=== prl_hr_receive ===
Figure 1. I/O nets highlighted (prl_hr_receive).
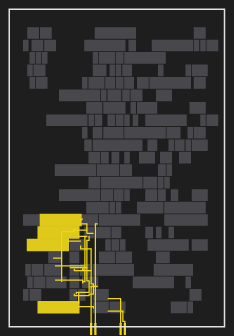

### src/rtl/prl_hr_receive.sv
// USB-PD protocol-layer Hard Reset receive handler: qualifies PHY Hard Reset
// reports, sequences the protocol reset and policy-engine hand-off, raises ALERT.
module prl_hr_receive #(
    parameter int TIMEOUT_CYCLES = 200,
    parameter int TMR_W          = 8
) (
    input  logic        CLK,
    input  logic        reset,
    input  logic        PHY_HardReset,
    input  logic [6:0]  RECEIVE_DETECT,
    input  logic        PE_HardResetComplete,
    input  logic [15:0] ALERT_clear,
    output logic [15:0] ALERT,
    output logic        PRL_Reset,
    output logic        PE_HardResetInd,
    output logic        RX_Block,
    output logic        HR_Timeout,
    output logic [3:0]  HR_Count
);

    typedef enum logic [4:0] {
        PRL_HR_IDLE        = 5'b00001,
        PRL_HR_RESET_LAYER = 5'b00010,
        PRL_HR_INDICATE    = 5'b00100,
        PRL_HR_WAIT_PE     = 5'b01000,
        PRL_HR_PE_COMPLETE = 5'b10000
    } state_t;

    localparam logic [TMR_W-1:0] TMR_LAST = TMR_W'(TIMEOUT_CYCLES - 1);
    localparam logic [TMR_W-1:0] TMR_MAX  = {TMR_W{1'b1}};

    state_t           state_r;
    state_t           state_next_s;
    logic [TMR_W-1:0] timer_r;
    logic             alert_hr_r;
    logic             qualified_s;
    logic             timeout_s;
    logic             unused_s;

    assign qualified_s = PHY_HardReset & RECEIVE_DETECT[5];
    assign unused_s    = ^{RECEIVE_DETECT[6], RECEIVE_DETECT[4:0],
                           ALERT_clear[15:4], ALERT_clear[2:0]};
    assign ALERT       = {12'b0, alert_hr_r, 3'b0};

    // Next-state selection; a new qualified Hard Reset outranks complete and timeout.
    always_comb begin
        state_next_s = PRL_HR_IDLE;
        timeout_s    = 1'b0;
        case (state_r)
            PRL_HR_IDLE: begin
                if (qualified_s) begin
                    state_next_s = PRL_HR_RESET_LAYER;
                end else begin
                    state_next_s = PRL_HR_IDLE;
                end
            end
            PRL_HR_RESET_LAYER: state_next_s = PRL_HR_INDICATE;
            PRL_HR_INDICATE:    state_next_s = PRL_HR_WAIT_PE;
            PRL_HR_WAIT_PE: begin
                if (qualified_s) begin
                    state_next_s = PRL_HR_RESET_LAYER;
                end else if (PE_HardResetComplete) begin
                    state_next_s = PRL_HR_PE_COMPLETE;
                end else if (timer_r == TMR_LAST) begin
                    state_next_s = PRL_HR_PE_COMPLETE;
                    timeout_s    = 1'b1;
                end else begin
                    state_next_s = PRL_HR_WAIT_PE;
                end
            end
            PRL_HR_PE_COMPLETE: state_next_s = PRL_HR_IDLE;
            default:            state_next_s = PRL_HR_IDLE;
        endcase
    end

    // State register and outputs; outputs are registered from the next state so
    // they are high exactly while the FSM occupies the corresponding state.
    always_ff @(posedge CLK or posedge reset) begin
        if (reset) begin
            state_r         <= PRL_HR_IDLE;
            timer_r         <= {TMR_W{1'b0}};
            alert_hr_r      <= 1'b0;
            PRL_Reset       <= 1'b0;
            PE_HardResetInd <= 1'b0;
            RX_Block        <= 1'b0;
            HR_Timeout      <= 1'b0;
            HR_Count        <= 4'd0;
        end else begin
            state_r         <= state_next_s;
            PRL_Reset       <= (state_next_s == PRL_HR_RESET_LAYER);
            PE_HardResetInd <= (state_next_s == PRL_HR_INDICATE);
            RX_Block        <= (state_next_s != PRL_HR_IDLE);

            if (state_next_s == PRL_HR_RESET_LAYER && HR_Count != 4'd15) begin
                HR_Count <= HR_Count + 4'd1;
            end

            if (state_next_s == PRL_HR_RESET_LAYER) begin
                HR_Timeout <= 1'b0;
            end else if (timeout_s) begin
                HR_Timeout <= 1'b1;
            end

            if (state_next_s == PRL_HR_INDICATE) begin
                timer_r <= {TMR_W{1'b0}};
            end else if (state_r == PRL_HR_WAIT_PE && timer_r != TMR_MAX) begin
                timer_r <= timer_r + {{(TMR_W-1){1'b0}}, 1'b1};
            end

            // Set covers the whole INDICATE cycle so a coincident clear loses.
            if (state_next_s == PRL_HR_INDICATE || state_r == PRL_HR_INDICATE) begin
                alert_hr_r <= 1'b1;
            end else if (ALERT_clear[3]) begin
                alert_hr_r <= 1'b0;
            end
        end
    end

endmodule
### config.mk
export PLATFORM = sky130hd
export DESIGN_NAME = prl_hr_receive
export DESIGN_NICKNAME = d
export VERILOG_FILES = /design/src/rtl/prl_hr_receive.sv
export SDC_FILE = /design/constraint.sdc
export NUM_CORES = 1
export LEC_CHECK = 0
export CORE_ASPECT_RATIO = 1.5
export CORE_UTILIZATION = 40
export CTS_CLUSTER_SIZE = 14
export DETAILED_ROUTE_END_ITERATION = 10
export GPL_TIMING_DRIVEN = 0
export PLACE_DENSITY = 0.76
export SYNTH_ARGS = -nofsm -noshare
export SYNTH_HDL_FRONTEND = slang
export SYNTH_SLANG_ARGS = --single-unit
export TNS_END_PERCENT = 1
### constraint.sdc
create_clock -name CLK -period 1.8 [get_ports CLK]
set_input_delay 0.27 -clock CLK [delete_from_list [all_inputs] [get_ports CLK]]
set_output_delay 0.27 -clock CLK [all_outputs]
set_load 0.02 [all_outputs]
=== demux_buf_flat ===
===== src/rtl/demux_buf_if.sv =====
// demux_buf_if: bundles the source-side and both consumer-side handshakes of
// the buffered 1-to-2 demultiplexer.
//   master modport : producer/consumer side (drives In/Sel/In_valid, OutN_ready)
//   slave  modport : demux side (drives In_ready, OutN, OutN_valid, OutN_count)
interface demux_buf_if #(
   parameter int WIDTH = 8,
   parameter int DEPTH = 4,
   parameter int CW    = $clog2(DEPTH) + 1
);
   logic [WIDTH-1:0] In;
   logic             Sel;
   logic             In_valid;
   logic             In_ready;
   logic [WIDTH-1:0] Out1;
   logic             Out1_valid;
   logic             Out1_ready;
   logic [CW-1:0]    Out1_count;
   logic [WIDTH-1:0] Out2;
   logic             Out2_valid;
   logic             Out2_ready;
   logic [CW-1:0]    Out2_count;

   modport master (
      output In, Sel, In_valid, Out1_ready, Out2_ready,
      input  In_ready, Out1, Out1_valid, Out1_count, Out2, Out2_valid, Out2_count
   );

   modport slave (
      input  In, Sel, In_valid, Out1_ready, Out2_ready,
      output In_ready, Out1, Out1_valid, Out1_count, Out2, Out2_valid, Out2_count
   );
endinterface


===== src/rtl/demux_buf.sv =====
// demux_buf: buffered 1-to-2 demultiplexer. Each incoming word is routed by
// Sel (1 -> Out1, 0 -> Out2) into a per-destination flop FIFO with its own
// valid/ready handshake, so a stalled consumer never blocks the other path.
//   clk  : single rising-edge clock
//   rst  : synchronous active-high reset, wins over any push/pop
//   bus  : demux_buf_if.slave (In/Sel/In_valid/In_ready, OutN/OutN_valid/
//          OutN_ready/OutN_count for N = 1, 2)

// Per-destination FIFO lane. Push is pre-qualified by the top level.
module demux_buf_fifo #(
   parameter int WIDTH = 8,
   parameter int DEPTH = 4,
   parameter int CW    = $clog2(DEPTH) + 1
) (
   input  logic             clk,
   input  logic             rst,
   input  logic             i_push,
   input  logic [WIDTH-1:0] i_data,
   input  logic             i_ready,
   output logic [WIDTH-1:0] o_data,
   output logic             o_valid,
   output logic [CW-1:0]    o_count
);
   localparam int AW = $clog2(DEPTH);

   logic [DEPTH-1:0][WIDTH-1:0] r_mem;
   logic [AW-1:0]               r_wptr;
   logic [AW-1:0]               r_rptr;
   logic [CW-1:0]               r_count;
   logic                        w_pop;

   // Popping an empty FIFO is ignored so the count cannot underflow.
   assign w_pop   = i_ready && (r_count != '0);
   assign o_valid = (r_count != '0);
   assign o_count = r_count;
   // Head reads as zero while empty; storage may hold stale words.
   assign o_data  = o_valid ? r_mem[r_rptr] : '0;

   // Storage has no reset: contents are don't-care when count is 0.
   always_ff @(posedge clk) begin
      if (i_push) r_mem[r_wptr] <= i_data;
   end

   // Pointers wrap naturally (DEPTH is a power of two); full/empty come from count.
   always_ff @(posedge clk) begin
      if (rst) begin
         r_wptr  <= '0;
         r_rptr  <= '0;
         r_count <= '0;
      end else begin
         if (i_push) r_wptr <= r_wptr + AW'(1);
         if (w_pop)  r_rptr <= r_rptr + AW'(1);
         case ({i_push, w_pop})
            2'b10:   r_count <= r_count + CW'(1);
            2'b01:   r_count <= r_count - CW'(1);
            default: r_count <= r_count;
         endcase
      end
   end
endmodule

module demux_buf #(
   parameter int WIDTH = 8,
   parameter int DEPTH = 4
) (
   input  logic       clk,
   input  logic       rst,
   demux_buf_if.slave bus
);
   localparam int CW = $clog2(DEPTH) + 1;

   // Lane 0 serves Out1 (Sel = 1), lane 1 serves Out2 (Sel = 0).
   logic [1:0]            w_push;
   logic [1:0]            w_ready;
   logic [1:0][WIDTH-1:0] w_data;
   logic [1:0]            w_valid;
   logic [1:0][CW-1:0]    w_count;
   logic                  w_accept;

   // Full FIFOs refuse input even if they pop this cycle: In_ready depends
   // only on registered counts, keeping the path from OutN_ready to In_ready open.
   assign bus.In_ready = !rst && (bus.Sel ? (w_count[0] < CW'(DEPTH))
                                          : (w_count[1] < CW'(DEPTH)));
   assign w_accept     = bus.In_valid && bus.In_ready;
   assign w_push       = {w_accept && !bus.Sel, w_accept && bus.Sel};
   assign w_ready      = {bus.Out2_ready, bus.Out1_ready};

   for (genvar g = 0; g < 2; g++) begin : g_lane
      demux_buf_fifo #(.WIDTH(WIDTH), .DEPTH(DEPTH), .CW(CW)) u_fifo (
         .clk     (clk),
         .rst     (rst),
         .i_push  (w_push[g]),
         .i_data  (bus.In),
         .i_ready (w_ready[g]),
         .o_data  (w_data[g]),
         .o_valid (w_valid[g]),
         .o_count (w_count[g])
      );
   end

   assign bus.Out1       = w_data[0];
   assign bus.Out1_valid = w_valid[0];
   assign bus.Out1_count = w_count[0];
   assign bus.Out2       = w_data[1];
   assign bus.Out2_valid = w_valid[1];
   assign bus.Out2_count = w_count[1];
endmodule


===== src/flat_wrapper.sv =====
// flat-port wrapper written by rule: the top's interface ports become plain ports
module demux_buf_flat 
#(
   parameter int WIDTH = 8,
   parameter int DEPTH = 4
)
  (clk, rst, bus_In, bus_Sel, bus_In_valid, bus_Out1_ready, bus_Out2_ready, bus_In_ready, bus_Out1, bus_Out1_valid, bus_Out1_count, bus_Out2, bus_Out2_valid, bus_Out2_count);
  demux_buf_if #(.WIDTH(WIDTH), .DEPTH(DEPTH)) bus_i ();
  input  logic clk;
  input  logic rst;
  input wire logic [$bits(bus_i.In)-1:0] bus_In;
  input wire logic [$bits(bus_i.Sel)-1:0] bus_Sel;
  input wire logic [$bits(bus_i.In_valid)-1:0] bus_In_valid;
  input wire logic [$bits(bus_i.Out1_ready)-1:0] bus_Out1_ready;
  input wire logic [$bits(bus_i.Out2_ready)-1:0] bus_Out2_ready;
  output wire logic [$bits(bus_i.In_ready)-1:0] bus_In_ready;
  output wire logic [$bits(bus_i.Out1)-1:0] bus_Out1;
  output wire logic [$bits(bus_i.Out1_valid)-1:0] bus_Out1_valid;
  output wire logic [$bits(bus_i.Out1_count)-1:0] bus_Out1_count;
  output wire logic [$bits(bus_i.Out2)-1:0] bus_Out2;
  output wire logic [$bits(bus_i.Out2_valid)-1:0] bus_Out2_valid;
  output wire logic [$bits(bus_i.Out2_count)-1:0] bus_Out2_count;
  assign bus_i.In = bus_In;
  assign bus_i.Sel = bus_Sel;
  assign bus_i.In_valid = bus_In_valid;
  assign bus_i.Out1_ready = bus_Out1_ready;
  assign bus_i.Out2_ready = bus_Out2_ready;
  assign bus_In_ready = bus_i.In_ready;
  assign bus_Out1 = bus_i.Out1;
  assign bus_Out1_valid = bus_i.Out1_valid;
  assign bus_Out1_count = bus_i.Out1_count;
  assign bus_Out2 = bus_i.Out2;
  assign bus_Out2_valid = bus_i.Out2_valid;
  assign bus_Out2_count = bus_i.Out2_count;
  demux_buf #(.WIDTH(WIDTH), .DEPTH(DEPTH)) u_core (.clk(clk), .rst(rst), .bus(bus_i));
endmodule

===== config.mk =====
export PLATFORM = sky130hd
export DESIGN_NAME = demux_buf_flat
export DESIGN_NICKNAME = d
export VERILOG_FILES = /design/src/rtl/demux_buf_if.sv /design/src/rtl/demux_buf.sv /design/src/flat_wrapper.sv
export SDC_FILE = /design/constraint.sdc
export NUM_CORES = 1
export LEC_CHECK = 0
export CORE_ASPECT_RATIO = 0.9
export CORE_MARGIN = 3
export CORE_UTILIZATION = 55
export CTS_BUF_LIST = sky130_fd_sc_hd__clkbuf_8
export CTS_CLUSTER_SIZE = 10
export DETAILED_ROUTE_END_ITERATION = 6
export GPL_TIMING_DRIVEN = 0
export HOLD_SLACK_MARGIN = 0.05
export PLACE_DENSITY = 0.85
export SKIP_CTS_REPAIR_TIMING = 1
export SYNTH_ARGS = -nofsm -noshare
export SYNTH_HDL_FRONTEND = slang
export SYNTH_SLANG_ARGS = --single-unit
export TNS_END_PERCENT = 5

===== constraint.sdc =====
create_clock -name clk -period 3.8 [get_ports clk]
set_input_delay 1.14 -clock clk [delete_from_list [all_inputs] [get_ports clk]]
set_output_delay 1.14 -clock clk [all_outputs]
set_load 0.02 [all_outputs]

=== key_matrix_scan ===
### config.mk
export PLATFORM = sky130hd
export DESIGN_NAME = key_matrix_scan
export DESIGN_NICKNAME = d
export VERILOG_FILES = /design/src/rtl/bathroom_pkg.sv /design/src/rtl/row_scan_timer.sv /design/src/rtl/key_matrix_scan.sv
export SDC_FILE = /design/constraint.sdc
export NUM_CORES = 1
export LEC_CHECK = 0
export CAP_MARGIN = 20
export CORE_AREA = 3 3 76 78
export CTS_CLUSTER_SIZE = 12
export DETAILED_ROUTE_END_ITERATION = 8
export DIE_AREA = 0 0 79 81
export GPL_TIMING_DRIVEN = 0
export PLACE_DENSITY_LB_ADDON = 0.3
export SLEW_MARGIN = 20
export SYNTH_ARGS = -nofsm -noshare
export SYNTH_HDL_FRONTEND = slang
export SYNTH_SLANG_ARGS = --single-unit
export TNS_END_PERCENT = 50
### constraint.sdc
create_clock -name s_clk -period 4.65 [get_ports s_clk]
set_input_delay 0.6975 -clock s_clk [delete_from_list [all_inputs] [get_ports s_clk]]
set_output_delay 0.6975 -clock s_clk [all_outputs]
set_load 0.05 [all_outputs]
### src/rtl/bathroom_pkg.sv
// -----------------------------------------------------------------------------
// bathroom_pkg
//   Shared definitions for the bathroom panel keypad scanner.
//   - key_state_t : debounce FSM state encoding
//   - KEY_*       : key codes that mode control maps to functions
//   - first_low_col() : picks the lowest active (low) column of a row sample
// -----------------------------------------------------------------------------
package bathroom_pkg;

  typedef enum logic [1:0] {
    IDLE        = 2'd0,
    DEB_PRESS   = 2'd1,
    PRESSED     = 2'd2,
    DEB_RELEASE = 2'd3
  } key_state_t;

  // Key codes are {row[1:0], col[1:0]}.
  localparam logic [3:0] KEY_VENT = 4'h0;
  localparam logic [3:0] KEY_WARM = 4'h1;
  localparam logic [3:0] KEY_HOT  = 4'h2;
  localparam logic [3:0] KEY_DRY  = 4'h3;
  localparam logic [3:0] KEY_STOP = 4'hF;

  // Columns are active-low; lowest index wins so the final code is row-major lowest.
  function automatic logic [1:0] first_low_col(input logic [3:0] col);
    logic [1:0] idx;
    if (!col[0]) begin
      idx = 2'd0;
    end else if (!col[1]) begin
      idx = 2'd1;
    end else if (!col[2]) begin
      idx = 2'd2;
    end else begin
      idx = 2'd3;
    end
    return idx;
  endfunction

endpackage

### src/rtl/row_scan_timer.sv
// -----------------------------------------------------------------------------
// row_scan_timer
//   Drives the keypad rows one at a time, ROW_DWELL cycles each, and tells the
//   parent when to sample the columns.
//   Ports:
//     s_clk     in   scan clock
//     rst       in   synchronous active-high reset
//     key_row   out  active-low one-hot row drive (registered)
//     row_idx   out  index of the row currently driven
//     sample    out  last dwell cycle of the current row (columns settled)
//     scan_done out  sample of row 3, i.e. end of a full scan (1-cycle pulse)
// -----------------------------------------------------------------------------
module row_scan_timer #(
  parameter int ROW_DWELL = 1000
) (
  input  logic       s_clk,
  input  logic       rst,
  output logic [3:0] key_row,
  output logic [1:0] row_idx,
  output logic       sample,
  output logic       scan_done
);

  localparam int DW = (ROW_DWELL > 1) ? $clog2(ROW_DWELL) : 1;
  localparam logic [DW-1:0] DWELL_LAST = DW'(ROW_DWELL - 1);
  localparam logic [DW-1:0] DWELL_ONE  = DW'(1);
  localparam logic [DW-1:0] DWELL_ZERO = DW'(0);

  logic [DW-1:0] dwell_cnt_r;
  logic [1:0]    row_idx_r;
  logic [3:0]    key_row_r;
  logic          sample_s;

  assign sample_s  = (dwell_cnt_r == DWELL_LAST);
  assign sample    = sample_s;
  assign scan_done = sample_s && (row_idx_r == 2'd3);
  assign row_idx   = row_idx_r;
  assign key_row   = key_row_r;

  // Dwell counter, row index and row drive advance together after each sample.
  always_ff @(posedge s_clk) begin
    if (rst) begin
      dwell_cnt_r <= DWELL_ZERO;
      row_idx_r   <= 2'd0;
      key_row_r   <= 4'b1110;
    end else if (sample_s) begin
      dwell_cnt_r <= DWELL_ZERO;
      row_idx_r   <= row_idx_r + 2'd1;
      // Rotating the single low bit keeps key_row in step with row_idx.
      key_row_r   <= {key_row_r[2:0], key_row_r[3]};
    end else begin
      dwell_cnt_r <= dwell_cnt_r + DWELL_ONE;
      row_idx_r   <= row_idx_r;
      key_row_r   <= key_row_r;
    end
  end

endmodule

### src/rtl/key_matrix_scan.sv
// -----------------------------------------------------------------------------
// key_matrix_scan
//   4x4 panel keypad scanner: drives rows, reads columns, debounces over whole
//   scans, encodes one key and hands it to mode control via valid/ack.
//   Optional feature: define KEY_REPEAT_EN for auto-repeat while a key is held
//   (one event every REPEAT_SCANS scans). Without it, one event per press.
//   Ports:
//     s_clk     in   1 MHz scan clock
//     rst       in   synchronous active-high reset
//     keyCol    in   column sense, active-low
//     keyAck    in   consumer accepts keyCode (1-cycle pulse)
//     keyRow    out  row drive, active-low one-hot
//     keyCode   out  {row,col} of the accepted key
//     keyValid  out  keyCode valid, held until keyAck
//     keyHeld   out  debounced key currently down
//     keyLost   out  sticky: an event was dropped; cleared by keyAck
// -----------------------------------------------------------------------------
module key_matrix_scan #(
  parameter int ROW_DWELL      = 1000,
  parameter int DEBOUNCE_SCANS = 5,
  parameter int REPEAT_SCANS   = 125
) (
  input  logic       s_clk,
  input  logic       rst,
  input  logic [3:0] keyCol,
  input  logic       keyAck,
  output logic [3:0] keyRow,
  output logic [3:0] keyCode,
  output logic       keyValid,
  output logic       keyHeld,
  output logic       keyLost
);
  import bathroom_pkg::*;

  localparam int CW = $clog2(DEBOUNCE_SCANS + 1);
  localparam logic [CW-1:0] CNT_ZERO = CW'(0);
  localparam logic [CW-1:0] CNT_ONE  = CW'(1);
  localparam logic [CW-1:0] CNT_FULL = CW'(DEBOUNCE_SCANS);

  logic [1:0]    row_idx_s;
  logic          sample_s;
  logic          scan_done_s;
  logic          row_hit_s;
  logic [3:0]    row_code_s;
  logic          hit_acc_r;
  logic [3:0]    cand_acc_r;
  logic          snap_hit_s;
  logic [3:0]    snap_cand_s;
  key_state_t    state_r;
  key_state_t    state_next_s;
  logic [CW-1:0] cnt_r;
  logic [CW-1:0] cnt_next_s;
  logic [CW-1:0] cnt_inc_s;
  logic [3:0]    cand_r;
  logic [3:0]    cand_next_s;
  logic          accept_s;
  logic          release_s;
  logic          rep_fire_s;
  logic          event_s;
  logic [3:0]    event_code_s;
  logic          slot_free_s;

  row_scan_timer #(
    .ROW_DWELL (ROW_DWELL)
  ) u_timer (
    .s_clk     (s_clk),
    .rst       (rst),
    .key_row   (keyRow),
    .row_idx   (row_idx_s),
    .sample    (sample_s),
    .scan_done (scan_done_s)
  );

  assign row_hit_s  = (keyCol != 4'hF);
  assign row_code_s = {row_idx_s, first_low_col(keyCol)};

  // Collect the first hit of the scan; rows arrive in order so the first hit is the lowest code.
  always_ff @(posedge s_clk) begin
    if (rst) begin
      hit_acc_r  <= 1'b0;
      cand_acc_r <= 4'h0;
    end else if (sample_s) begin
      if (row_idx_s == 2'd0) begin
        hit_acc_r  <= row_hit_s;
        cand_acc_r <= row_code_s;
      end else if (!hit_acc_r && row_hit_s) begin
        hit_acc_r  <= 1'b1;
        cand_acc_r <= row_code_s;
      end else begin
        hit_acc_r  <= hit_acc_r;
        cand_acc_r <= cand_acc_r;
      end
    end else begin
      hit_acc_r  <= hit_acc_r;
      cand_acc_r <= cand_acc_r;
    end
  end

  // Row 3's sample is folded in combinationally so the FSM sees the whole scan on scan_done.
  assign snap_hit_s  = hit_acc_r | row_hit_s;
  assign snap_cand_s = hit_acc_r ? cand_acc_r : row_code_s;
  assign cnt_inc_s   = (cnt_r == CNT_FULL) ? cnt_r : (cnt_r + CNT_ONE);

  // FSM state register with its debounce counter and latched candidate.
  always_ff @(posedge s_clk) begin
    if (rst) begin
      state_r <= IDLE;
      cnt_r   <= CNT_ZERO;
      cand_r  <= 4'h0;
    end else begin
      state_r <= state_next_s;
      cnt_r   <= cnt_next_s;
      cand_r  <= cand_next_s;
    end
  end

  // FSM next state, evaluated once per full scan.
  always_comb begin
    state_next_s = state_r;
    cnt_next_s   = cnt_r;
    cand_next_s  = cand_r;
    if (scan_done_s) begin
      case (state_r)
        IDLE: begin
          if (snap_hit_s) begin
            cand_next_s  = snap_cand_s;
            cnt_next_s   = CNT_ONE;
            state_next_s = (CNT_ONE == CNT_FULL) ? PRESSED : DEB_PRESS;
          end else begin
            cnt_next_s   = CNT_ZERO;
          end
        end
        DEB_PRESS: begin
          if (!snap_hit_s) begin
            state_next_s = IDLE;
            cnt_next_s   = CNT_ZERO;
          end else if (snap_cand_s == cand_r) begin
            cnt_next_s   = cnt_inc_s;
            state_next_s = (cnt_inc_s == CNT_FULL) ? PRESSED : DEB_PRESS;
          end else begin
            cand_next_s  = snap_cand_s;
            cnt_next_s   = CNT_ONE;
            state_next_s = (CNT_ONE == CNT_FULL) ? PRESSED : DEB_PRESS;
          end
        end
        PRESSED: begin
          // Any hit keeps the key down: no rollover to a second key.
          if (!snap_hit_s) begin
            cnt_next_s   = CNT_ONE;
            state_next_s = (CNT_ONE == CNT_FULL) ? IDLE : DEB_RELEASE;
          end else begin
            state_next_s = PRESSED;
          end
        end
        DEB_RELEASE: begin
          if (snap_hit_s) begin
            state_next_s = PRESSED;
            cnt_next_s   = CNT_ZERO;
          end else begin
            cnt_next_s   = cnt_inc_s;
            state_next_s = (cnt_inc_s == CNT_FULL) ? IDLE : DEB_RELEASE;
          end
        end
        default: begin
          state_next_s = IDLE;
          cnt_next_s   = CNT_ZERO;
        end
      endcase
    end else begin
      state_next_s = state_r;
    end
  end

  // FSM outputs: press accepted / release completed on this scan.
  always_comb begin
    accept_s  = 1'b0;
    release_s = 1'b0;
    if ((state_next_s == PRESSED) && ((state_r == IDLE) || (state_r == DEB_PRESS))) begin
      accept_s = 1'b1;
    end else begin
      accept_s = 1'b0;
    end
    if ((state_next_s == IDLE) && ((state_r == PRESSED) || (state_r == DEB_RELEASE))) begin
      release_s = 1'b1;
    end else begin
      release_s = 1'b0;
    end
  end

`ifdef KEY_REPEAT_EN
  localparam int RW = $clog2(REPEAT_SCANS + 1);
  localparam logic [RW-1:0] REP_ZERO = RW'(0);
  localparam logic [RW-1:0] REP_ONE  = RW'(1);
  localparam logic [RW-1:0] REP_FULL = RW'(REPEAT_SCANS);

  logic [RW-1:0] rep_cnt_r;
  logic [RW-1:0] rep_next_s;

  // Repeat counter counts scans spent in PRESSED; cleared whenever PRESSED is left.
  always_comb begin
    rep_next_s = rep_cnt_r;
    rep_fire_s = 1'b0;
    if (state_next_s != PRESSED) begin
      rep_next_s = REP_ZERO;
    end else if (scan_done_s && (state_r == PRESSED)) begin
      if ((rep_cnt_r + REP_ONE) == REP_FULL) begin
        rep_fire_s = 1'b1;
        rep_next_s = REP_ZERO;
      end else begin
        rep_next_s = rep_cnt_r + REP_ONE;
      end
    end else begin
      rep_next_s = rep_cnt_r;
    end
  end

  // Repeat counter register.
  always_ff @(posedge s_clk) begin
    if (rst) begin
      rep_cnt_r <= REP_ZERO;
    end else begin
      rep_cnt_r <= rep_next_s;
    end
  end
`else
  assign rep_fire_s = 1'b0;
`endif

  assign event_s      = accept_s | rep_fire_s;
  assign event_code_s = accept_s ? snap_cand_s : keyCode;
  // An ack in the same cycle frees the slot, so a coinciding new event replaces the old one.
  assign slot_free_s  = !keyValid || keyAck;

  // Consumer-facing outputs: held flag, event slot and lost flag.
  always_ff @(posedge s_clk) begin
    if (rst) begin
      keyCode  <= 4'h0;
      keyValid <= 1'b0;
      keyHeld  <= 1'b0;
      keyLost  <= 1'b0;
    end else begin
      if (accept_s) begin
        keyHeld <= 1'b1;
      end else if (release_s) begin
        keyHeld <= 1'b0;
      end else begin
        keyHeld <= keyHeld;
      end
      if (event_s) begin
        if (slot_free_s) begin
          keyCode  <= event_code_s;
          keyValid <= 1'b1;
          keyLost  <= 1'b0;
        end else begin
          keyLost  <= 1'b1;
        end
      end else if (keyAck && keyValid) begin
        keyValid <= 1'b0;
        keyLost  <= 1'b0;
      end else begin
        keyValid <= keyValid;
        keyLost  <= keyLost;
      end
    end
  end

endmodule
Figure 2. Routing congestion map (demux_buf_flat).
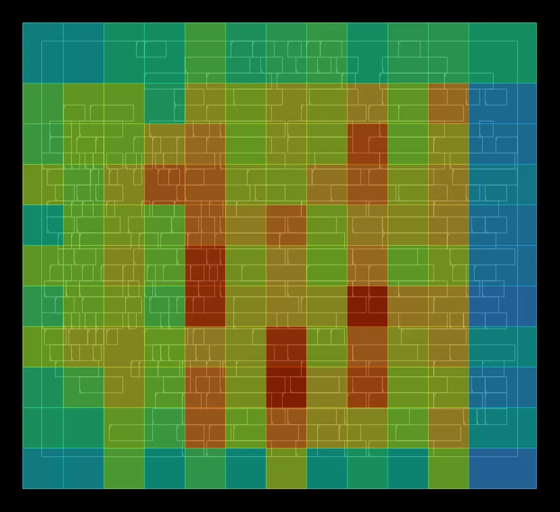
met2 usage: 25.8%
wire per inst: 16.3 µm
GR Util met3: 3.63%

==> flow_summary.json, demux_buf_flat <==
{
  "taps": 70,
  "syn-mean-instance-area_um2": 16.3,
  "cp-startpoint": "bus_Sel",
  "signal_buffers": 46,
  "status": "complete, no violations",
  "dr.pass1.iters": 4,
  "drt_wl_total_mm": 5.28,
  "yosys-mux-area-fraction_pct": 11.6,
  "crit_slowest_cell": "clkdlybuf4s50_1",
  "die_area_um2": 6930,
  "tightest_slew_ns": 0.560,
  "clock_buffer_count": 9,
  "ys_sh_simple_pct": 8.47,
  "ys_cells": 201,
  "critPathMaxFanout": 4,
  "clock-sinks": 78
}
==> demux_buf_flat: Yosys cell counts (all sizes together), types with 2 or more instances <==
cell / n
xnor2: 2
or3: 4
nor3: 2
o31ai: 2
nor2b: 17
inv: 16
ha: 10
fa: 2
clkbuf: 4
and2: 8
xor2: 6
nor2: 12
mux4: 16
o21ai: 4
mux2i: 2
a21oi: 6
buf: 5
nand2: 2
edfxtp: 64
dfxtp: 14
==> demux_buf_flat: worst max-delay path by stage <==
stage	to	slack, ns	cells after the start
floorplan	bus_In_ready	0.88	2
global placement	bus_In_ready	0.05	4
detailed placement	bus_In_ready	0.02	4
CTS	bus_In_ready	0.007	4
global route	bus_In_ready	0.31	4
finish	bus_In_ready	0.42	4
==> demux_buf_flat: tightest hold or removal path, cell delays in order, from the launching register on <==
cell,delay (ns)
dfxtp_1,0.34
mux2i_1,0.13
nor2_1,0.05
==> demux_buf_flat: metal layers <==
layer  routed length, µm  up-vias  part of all wire [%]
met5                   0        -                     0
met4                 117        0                   2.2
met3                 282       13                   5.3
met2                2570       53                    49
met1                2310      857                    44
li1                    -      830                     -
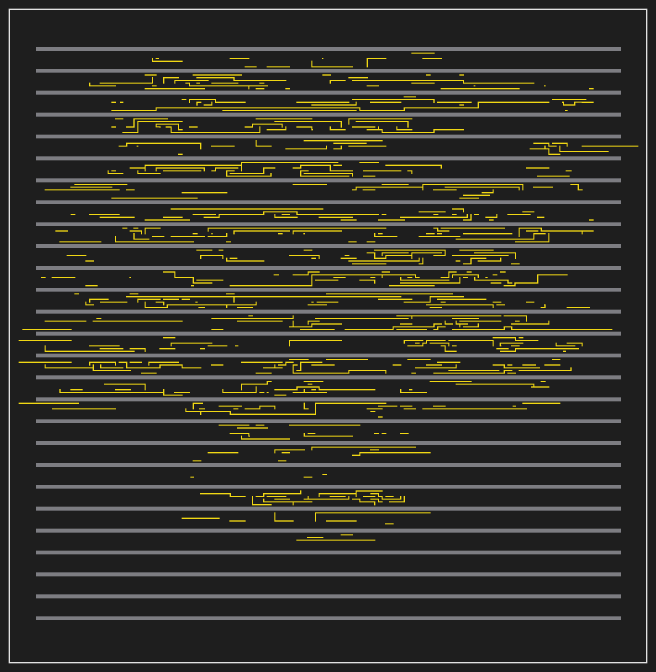
Figure 3: key_matrix_scan, the metal 1 layer.
Supply wires on this layer in grey.
main direction = horizontal
nets with wire on the layer = 213
longest straight run = 34.0 µm
share of all routed wire = 52%
wire length on this layer = 1850 µm
GR Layer Usage met1: 16.5%
vias after detailed routing: 1428
Routed Wire Length: 3.58 mm

==> flow_summary.json, key_matrix_scan <==
{
  "first_global_vias": 1383,
  "floorplan.nets": 210,
  "cp-startpoint": "keyCol[0]",
  "most_common_cell": "dfxtp_1",
  "status": "complete, no violations",
  "top_cells_by_area": "dfxtp_1 (42%), mux2i_1 (6.2%), nor2_1 (5.7%)",
  "seq_share_pct": 34.8,
  "worst_hold_slack_ns": 0.453,
  "yosys-mux-area-fraction_pct": 7.64,
  "cts_root_buffer": "clkbuf_8",
  "holdCritStartpoint": "keyLost",
  "ios": 18,
  "fp_util_pct": 34.7,
  "syn_to_final_growth_pct": 19.3,
  "final-clk-cell-share_pct": 4.06,
  "synth_area_um2": 1780,
  "cts.repair.resized": 0,
  "final_core_util_pct": 41.4,
  "h-tree-depth": 2,
  "crit_end": "cand_r[2]",
  "worst_slack_ns": 2.13,
  "ys_sh_aoi_pct": 15.4,
  "core_area_um2": 5140,
  "worstSetupStartpointType": "input port",
  "taps": 70,
  "fin_crit_sh_pct": 54.2,
  "syn-mean-instance-area_um2": 9.01,
  "ys_cells": 198,
  "vdd_drop_max_mv": 0.176,
  "stdcell_count": 292,
  "routedWlPerCell_um": 12.2,
  "comb_share_pct": 46.1,
  "comb_cells": 145,
  "die_x_um": 79,
  "yosysWarnings": 0,
  "ys_sh_simple_pct": 24.1,
  "dr.pass1.iters": 4,
  "async_reset_ff_share_pct": 0
}
[key_matrix_scan: cell usage in the layout (no fill, tap or decap), types with 6 or more instances in the layout]
cell	instances
o21ai_0	7
mux2i_1	11
a21oi_1	11
dfxtp_1	37
clkbuf_1	7
nor2_1	27
inv_1	9
nand2_1	8
clkdlybuf4s50_1	17
clkbuf_8	6
nand3_1	10
[key_matrix_scan: report_power, final]
| part | switching (mW) | internal, mW |
|---|---|---|
| Clock | 0.107 | 0.118 |
| Combinational | 0.0152 | 0.0111 |
| Sequential | 0.00193 | 0.319 |
| Total | 0.124 | 0.448 |
[key_matrix_scan: kinds of logic after synthesis]
family                   after synthesis
XOR/XNOR                               9
multiplexers                          13
flip-flops                            37
adder cells (fa/ha/maj)                5
AND-OR/OR-AND                         41
buffers and inverters                 16
AND/OR/NAND/NOR                       77
[key_matrix_scan: per-layer routing]
| metal | up-vias | wire length [µm] | part of all wire, % | global-route usage (%) |
|---|---|---|---|---|
| li1 | 753 | - | - | - |
| met1 | 650 | 1850 | 52 | 16.5 |
| met2 | 19 | 1560 | 44 | 18.9 |
| met3 | 6 | 88 | 2.5 | 3.10 |
| met4 | 0 | 74 | 2.1 | 6.36 |
| met5 | - | 0 | 0 | 0 |
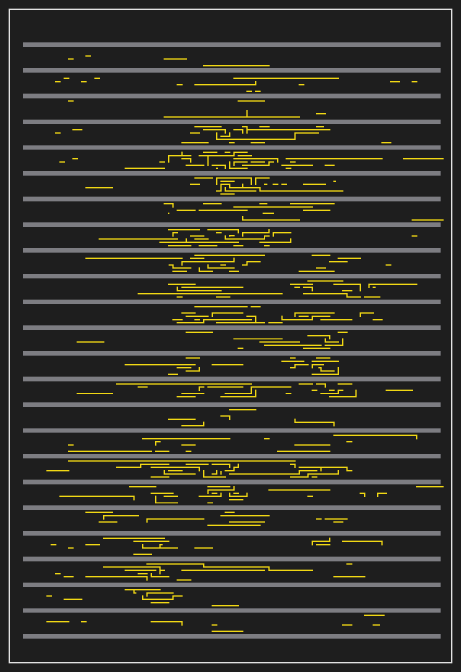
Figure 4: prl_hr_receive, the metal 1 layer.
Supply wires on this layer in grey.
nets with wire on the layer = 139
longest straight run = 23.9 µm
vias after detailed routing: 983
Routed Wire Length: 2.38 mm
GR Layer Usage met1: 16.9%

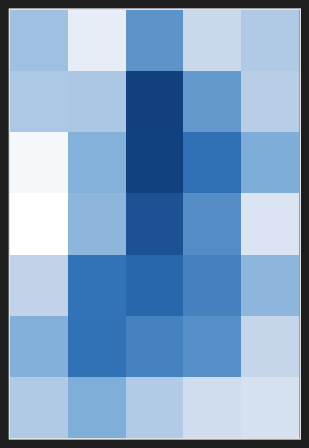
Figure 5: prl_hr_receive, placement density heat map.
The die is cut into 5 by 7 equal tiles; white is low, dark blue is high, 0 to 100% covered.
densest ninth of the die = centre
nearly empty tiles = 2.9%
fullest tile = 93%
FP Core Util: 43.3%
Finished Core Util: 55.0%

## Picture notes: Figure 1
yellow -> `HR_Count`  # direction output, edge bottom, end cells 4, buffers 4, wire 148 µm
# IOs: 51
port buffer count: 14

==> flow_summary.json, prl_hr_receive <==
{
  "dp_slack_ns": -0.133,
  "route.met2.wl_mm": 1.38,
  "dpl-instance-area_um2": 1430,
  "reg2reg_to": "timer_r[7]",
  "worstSkewPairLatency_ns": 0.27,
  "cts_hold_buf": 0,
  "worst_slack_ns": 0.0255,
  "tightest_slew_ns": 0.820,
  "drive_gt1_share_pct": 17.6,
  "reg2reg_from": "state_r[4]",
  "r2r_slack_ns": 0.03,
  "drt_iter0_drc": 35,
  "cts_root_buffer": "clkbuf_8",
  "min_path_type": "input port to async pin",
  "ys_sh_aoi_pct": 11.0,
  "hold_viol": 0,
  "die_area_um2": 3210,
  "met3_length_um": 75,
  "fmax_ghz": 0.564,
  "wl_met1_um": 867,
  "cts_tree": "yes",
  "ys_area_um2": 1190,
  "dr.pass1.iters": 4,
  "synth_top_area_share_pct": 44.0,
  "status": "complete, no violations",
  "drc_errors": 0,
  "path_buffers": 0,
  "slew_headroom_pct": 45.3,
  "grt_max_degree": 23,
  "grt-ovfl-total": 0,
  "ff_type": "dfrtp_1"
}
## prl_hr_receive: sequential cells by signal (all words and copies together) (netlist names)
name / count
timer_r: 8
state_r: 5
HR_Count: 4
HR_Timeout: 1
PE_HardResetInd: 1
PRL_Reset: 1
RX_Block: 1
alert_hr_r: 1
## prl_hr_receive: final cells by class
type / count / share of cell area (%)
Multi-Input combinational cell: 91 / 37.3
Sequential cell: 22 / 36.3
Timing Repair Buffer: 14 / 9.23
Buffer: 16 / 7.91
Tap cell: 37 / 3.05
Clock buffer: 3 / 2.72
Clock inverter: 1 / 1.98
Inverter: 6 / 1.48
## prl_hr_receive: report_power, final
| part | total, mW | leakage [nW] | internal (mW) | switching (mW) |
|---|---|---|---|---|
| clock network | 0.463 | 0.0357 | 0.297 | 0.166 |
| logic | 0.389 | 0.428 | 0.193 | 0.196 |
| registers | 0.622 | 0.292 | 0.554 | 0.0678 |
| total | 1.47 | 0.756 | 1.04 | 0.430 |
## prl_hr_receive: layer usage
metal  vias up  GRT usage (%)
met5         -              0
met4         0           8.57
met3         8           2.60
met2        27           30.7
met1       484           16.9
li1        464              -

==> screenshots <==
Cells coloured by class.
picture 1
Bar = 20 µm. Fill, decap, tap and diode cells in grey.
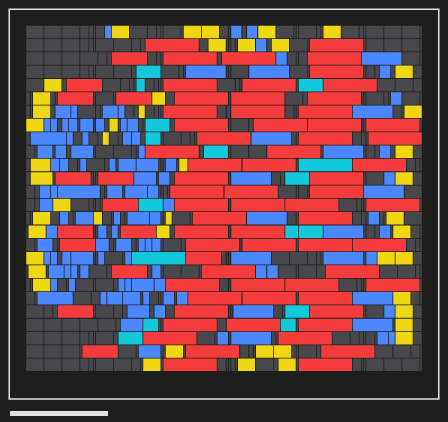
picture 2
Bar = 20 µm. Fill, decap, tap and diode cells in grey.
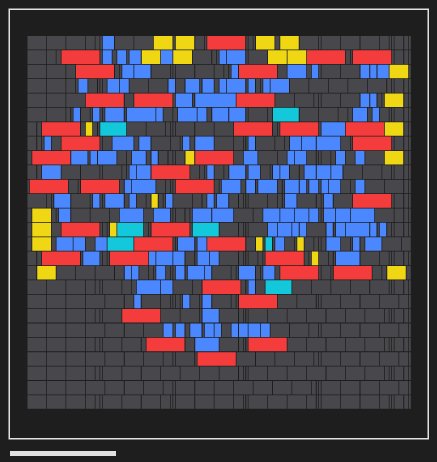
picture 3
Bar = 10 µm. Fill, decap, tap and diode cells in grey.
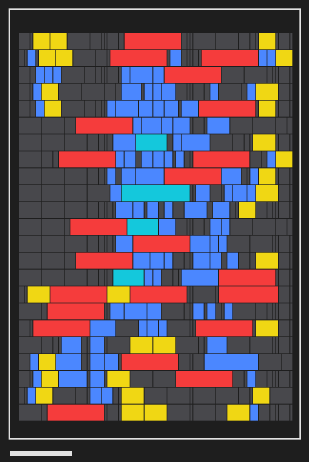
- fewest sequential cells: picture 3
- most sequential cells: picture 1
| picture | from |
|---|---|
| picture 3 | prl_hr_receive |
| picture 1 | demux_buf_flat |
| picture 2 | key_matrix_scan |


=== hazard_ctrl ===
--- config.mk ---
export PLATFORM = sky130hd
export DESIGN_NAME = hazard_ctrl
export DESIGN_NICKNAME = d
export VERILOG_FILES = /design/src/rtl/hazard_ctrl.sv
export SDC_FILE = /design/constraint.sdc
export NUM_CORES = 1
export LEC_CHECK = 0
export CAP_MARGIN = 0
export CORE_MARGIN = 5
export CORE_UTILIZATION = 53
export DETAILED_ROUTE_END_ITERATION = 8
export PLACE_DENSITY = 0.86
export SYNTH_ARGS = -nofsm -noshare
export SYNTH_HDL_FRONTEND = slang
export SYNTH_SLANG_ARGS = --single-unit
--- constraint.sdc ---
create_clock -name clk -period 4.48 [get_ports clk]
set_input_delay 0.448 -clock clk [delete_from_list [all_inputs] [get_ports clk]]
set_output_delay 0.448 -clock clk [all_outputs]
set_load 0.005 [all_outputs]
--- src/rtl/hazard_ctrl.sv ---
// ---------------------------------------------------------------------------
// hazard_ctrl
//   Pipeline hazard controller for a 5-stage in-order core. Detects RAW
//   hazards between the instruction in ID and the instructions in EX and MEM,
//   and resolves them by stalling, by bypass-select generation, or by
//   flushing. Also freezes the whole pipe while data memory is busy, tracks
//   how long that freeze lasts, and keeps saturating event counters.
//
// Ports
//   clk, rst           : clock; asynchronous active-low reset
//   fwd_en             : 1 = forwarding mode, 0 = stall-only mode
//   id_src1/id_src2    : source registers of the instruction in ID
//   id_src2_valid      : id_src2 is a real register read
//   ex_dest/ex_wb_en   : ID/EX destination register and writeback flag
//   ex_mem_r_en        : instruction in EX is a load
//   mem_dest/mem_wb_en : EX/MEM destination register and writeback flag
//   branch_taken       : branch resolved taken in EX
//   mem_busy           : data memory not ready
//   clr_cnt            : synchronous clear of counters and err_timeout
//   stall_if           : hold PC and IF/ID
//   bubble_id          : zero ID/EX
//   flush              : zero IF/ID
//   freeze             : hold every pipeline register
//   fwd_sel1/fwd_sel2  : registered EX operand select
//                        (00 regfile, 01 EX/MEM ALU, 10 MEM/WB data)
//   stall_cnt/flush_cnt/freeze_cnt : saturating event counters
//   err_timeout        : sticky, memory wait exceeded MAX_WAIT cycles
// ---------------------------------------------------------------------------
module hazard_ctrl #(
    parameter int REG_AW   = 5,
    parameter int CNT_W    = 16,
    parameter int MAX_WAIT = 15
) (
    input  logic              clk,
    input  logic              rst,
    input  logic              fwd_en,
    input  logic [REG_AW-1:0] id_src1,
    input  logic [REG_AW-1:0] id_src2,
    input  logic              id_src2_valid,
    input  logic [REG_AW-1:0] ex_dest,
    input  logic              ex_wb_en,
    input  logic              ex_mem_r_en,
    input  logic [REG_AW-1:0] mem_dest,
    input  logic              mem_wb_en,
    input  logic              branch_taken,
    input  logic              mem_busy,
    input  logic              clr_cnt,
    output logic              stall_if,
    output logic              bubble_id,
    output logic              flush,
    output logic              freeze,
    output logic [1:0]        fwd_sel1,
    output logic [1:0]        fwd_sel2,
    output logic [CNT_W-1:0]  stall_cnt,
    output logic [CNT_W-1:0]  flush_cnt,
    output logic [CNT_W-1:0]  freeze_cnt,
    output logic              err_timeout
);

    // Wait counter only needs to reach MAX_WAIT+1; it saturates there so a
    // very long memory stall cannot wrap it back below the limit.
    localparam int WAIT_W = $clog2(MAX_WAIT + 2);
    localparam logic [WAIT_W-1:0] WAIT_SAT = WAIT_W'(MAX_WAIT + 1);
    localparam logic [WAIT_W-1:0] WAIT_LIM = WAIT_W'(MAX_WAIT);

    localparam logic [1:0] SEL_RF  = 2'b00;
    localparam logic [1:0] SEL_EX  = 2'b01;
    localparam logic [1:0] SEL_MEM = 2'b10;

    typedef enum logic {ST_RUN = 1'b0, ST_WAIT = 1'b1} state_t;

    state_t            state_q, state_d;
    logic [WAIT_W-1:0] wait_cnt_q, wait_cnt_d;
    logic              err_q, err_d;
    logic [1:0]        sel1_q, sel1_d, sel2_q, sel2_d;
    logic [CNT_W-1:0]  stall_cnt_q, stall_cnt_d;
    logic [CNT_W-1:0]  flush_cnt_q, flush_cnt_d;
    logic [CNT_W-1:0]  freeze_cnt_q, freeze_cnt_d;

    logic hit_ex1, hit_ex2, hit_mem1, hit_mem2;
    logic hazard;
    logic [1:0] sel1_calc, sel2_calc;

    // Register 0 is hard-wired zero, so a destination of 0 never matches.
    assign hit_ex1  = (id_src1 == ex_dest)  & ex_wb_en  & (ex_dest  != '0);
    assign hit_ex2  = (id_src2 == ex_dest)  & ex_wb_en  & (ex_dest  != '0) & id_src2_valid;
    assign hit_mem1 = (id_src1 == mem_dest) & mem_wb_en & (mem_dest != '0);
    assign hit_mem2 = (id_src2 == mem_dest) & mem_wb_en & (mem_dest != '0) & id_src2_valid;

    // With bypassing only a load in EX cannot be covered: its data is not
    // available until MEM/WB, so one bubble is required.
    assign hazard = fwd_en ? (ex_mem_r_en & (hit_ex1 | hit_ex2))
                           : (hit_ex1 | hit_ex2 | hit_mem1 | hit_mem2);

    assign freeze    = mem_busy;
    assign flush     = branch_taken & ~freeze;
    assign bubble_id = flush | (hazard & ~freeze);
    assign stall_if  = hazard & ~flush & ~freeze;

    // Youngest producer (EX) wins over the older one in MEM.
    assign sel1_calc = hit_ex1 ? SEL_EX : (hit_mem1 ? SEL_MEM : SEL_RF);
    assign sel2_calc = hit_ex2 ? SEL_EX : (hit_mem2 ? SEL_MEM : SEL_RF);

    always_comb begin
        sel1_d = sel1_q;
        sel2_d = sel2_q;
        if (!freeze) begin
            if (bubble_id || !fwd_en) begin
                sel1_d = SEL_RF;
                sel2_d = SEL_RF;
            end else begin
                sel1_d = sel1_calc;
                sel2_d = sel2_calc;
            end
        end
    end

    // Memory-wait FSM and timeout detection.
    always_comb begin
        state_d    = state_q;
        wait_cnt_d = wait_cnt_q;
        err_d      = err_q;
        case (state_q)
            ST_RUN: begin
                wait_cnt_d = '0;
                if (mem_busy) state_d = ST_WAIT;
            end
            ST_WAIT: begin
                if (mem_busy) begin
                    if (wait_cnt_q != WAIT_SAT) wait_cnt_d = wait_cnt_q + 1'b1;
                    if (wait_cnt_d > WAIT_LIM) err_d = 1'b1;
                end else begin
                    state_d    = ST_RUN;
                    wait_cnt_d = '0;
                end
            end
            default: begin
                state_d    = ST_RUN;
                wait_cnt_d = '0;
            end
        endcase
        // Clear takes precedence over a timeout detected in the same cycle.
        if (clr_cnt) err_d = 1'b0;
    end

    always_comb begin
        stall_cnt_d  = stall_cnt_q;
        flush_cnt_d  = flush_cnt_q;
        freeze_cnt_d = freeze_cnt_q;
        if (clr_cnt) begin
            stall_cnt_d  = '0;
            flush_cnt_d  = '0;
            freeze_cnt_d = '0;
        end else begin
            if (stall_if && (stall_cnt_q != '1))   stall_cnt_d  = stall_cnt_q + 1'b1;
            if (flush && (flush_cnt_q != '1))      flush_cnt_d  = flush_cnt_q + 1'b1;
            if (freeze && (freeze_cnt_q != '1))    freeze_cnt_d = freeze_cnt_q + 1'b1;
        end
    end

    always_ff @(posedge clk or negedge rst) begin
        if (!rst) begin
            state_q      <= ST_RUN;
            wait_cnt_q   <= '0;
            err_q        <= 1'b0;
            sel1_q       <= SEL_RF;
            sel2_q       <= SEL_RF;
            stall_cnt_q  <= '0;
            flush_cnt_q  <= '0;
            freeze_cnt_q <= '0;
        end else begin
            state_q      <= state_d;
            wait_cnt_q   <= wait_cnt_d;
            err_q        <= err_d;
            sel1_q       <= sel1_d;
            sel2_q       <= sel2_d;
            stall_cnt_q  <= stall_cnt_d;
            flush_cnt_q  <= flush_cnt_d;
            freeze_cnt_q <= freeze_cnt_d;
        end
    end

    assign fwd_sel1    = sel1_q;
    assign fwd_sel2    = sel2_q;
    assign stall_cnt   = stall_cnt_q;
    assign flush_cnt   = flush_cnt_q;
    assign freeze_cnt  = freeze_cnt_q;
    assign err_timeout = err_q;

endmodule

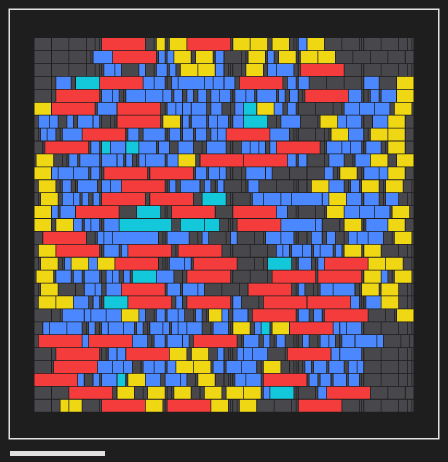
Figure 6: hazard_ctrl, cells coloured by class.
Bar = 20 µm. Fill, decap, tap and diode cells in grey.
yellow -> other buffers and delay cells  # cells 88, share of their area 20%
cyan -> clock drivers and dummy loads  # cells 16, share of their area 4.4%
blue -> all other logic  # cells 287, share of their area 42%
red -> flip-flops  # cells 59, share of their area 34%
Finished Core Util: 71.2%
# rows: 29
Design Area, Final: 4500 µm²
Core ar.: 6310 µm²
register share of the cell area: 32.8%

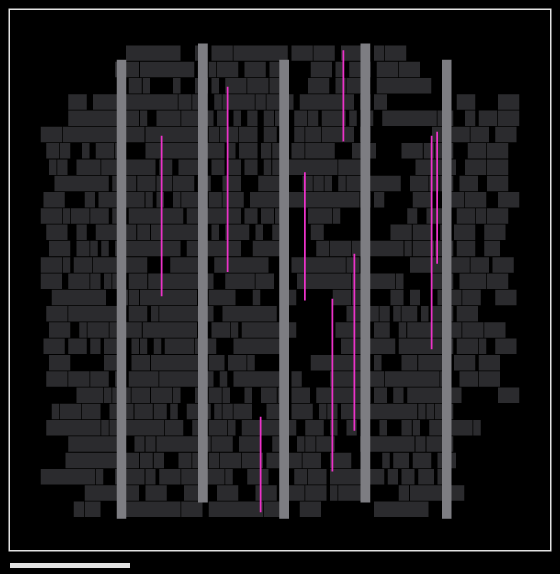
Figure 7: hazard_ctrl, metal 4.
Bar = 20 µm. Supply wires on this layer in grey.
wire length on this layer = 224 µm
share of all routed wire = 2.7%
Routed Wire Length: 8.34 mm
vias after detailed routing: 2982

==> flow_summary.json <==
{
  "warnings": 28,
  "ff2ff_path_depth": 6,
  "cts_tree": "yes",
  "slew_headroom_pct": 21.0,
  "ios": 87,
  "first_global_vias": 3008,
  "dp_hpwl_mm": 5.89,
  "status": "complete, no violations",
  "grt_use_total_pct": 21.1,
  "wl_met1_mm": 3.75,
  "crit_end": "stall_if",
  "grt_max_degree": 60,
  "reg2reg_to": "stall_cnt[13]",
  "portBuffers": 86,
  "yosys-top-cells-count": "dfrtp_1 (59), nor2_1 (56), xor2_1 (34)",
  "critPathMaxFanout": 24,
  "setup_viol": 0,
  "antenna_found_initial": 0,
  "syn-mean-instance-area_um2": 9.51,
  "logic_area_um2": 1840,
  "highest_layer": "met4",
  "busiest_layer": "met2",
  "met3_length_um": 462,
  "edf_count": 0,
  "min_path_type": "input port to async pin",
  "yosys.stat.seqShare_pct": 43.4,
  "clockBufferDepth": 2,
  "vias_per_cell": 5.66,
  "power_mw": 1.13,
  "tightest_slew_ns": 1.15,
  "fillers": 492,
  "flop_area_um2": 1480,
  "fin_skew_ns": 0.00769,
  "endpoint_kind": "primary output",
  "ys_types": 52
}
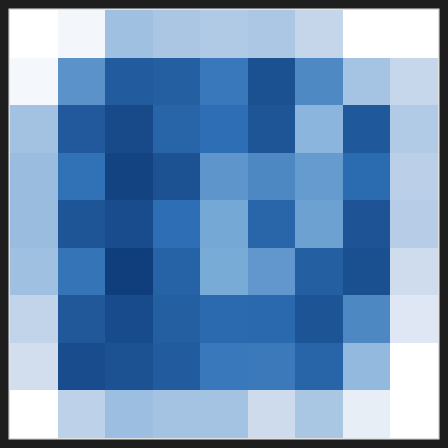
Figure 8: hazard_ctrl, placement density heat map.
The die is cut into 9 by 9 equal tiles; white is low, dark blue is high, 0 to 100% covered.
tiles over 75% full = 36%
fullest tile = 94%
mean over tiles = 54%
nearly empty tiles = 7.4%
FP Core Util: 53.9%

==> cell type report <==
class	instances	area share, %
inverters	6	0.501
multi-input cells	281	41.0
clock inverters	7	1.53
well taps	77	2.14
repair buffers	88	19.3
clock buffers	9	2.76
flip-flops and latches	59	32.8
==> power by group <==
group | total, mW | switching, mW | internal, mW
combinational | 0.111 | 0.0581 | 0.0532
sequential | 0.543 | 0.00549 | 0.537
clock | 0.475 | 0.220 | 0.254
==> worst max-delay path, cell delays in order <==
cell             delay, ns
clkdlybuf4s50_1       0.49
or4_1                 0.55
o21ai_2               0.28
or4_1                 0.18
a2bb2o_4              0.12
o31a_4                0.27
inv_1                 0.06
clkdlybuf4s50_1       0.44
==> cells by family after synthesis <==
| family | count (synthesis) | synth area share [%] |
|---|---|---|
| xor+xnor | 50 | 12.9 |
| flops | 59 | 43.4 |
| compound gates | 42 | 8.89 |
| simple gates | 173 | 26.9 |
| fa+ha+maj | 6 | 2.20 |
| buf+inv | 18 | 2.57 |
| mux | 10 | 3.20 |
==> flip-flops by register name, summed over array words and instances (netlist names) <==
register	count
state_q	1
stall_cnt	16
fwd_sel1	2
wait_cnt_q	5
err_timeout	1
flush_cnt	16
freeze_cnt	16
fwd_sel2	2

Power and IR drop assume default switching activity.
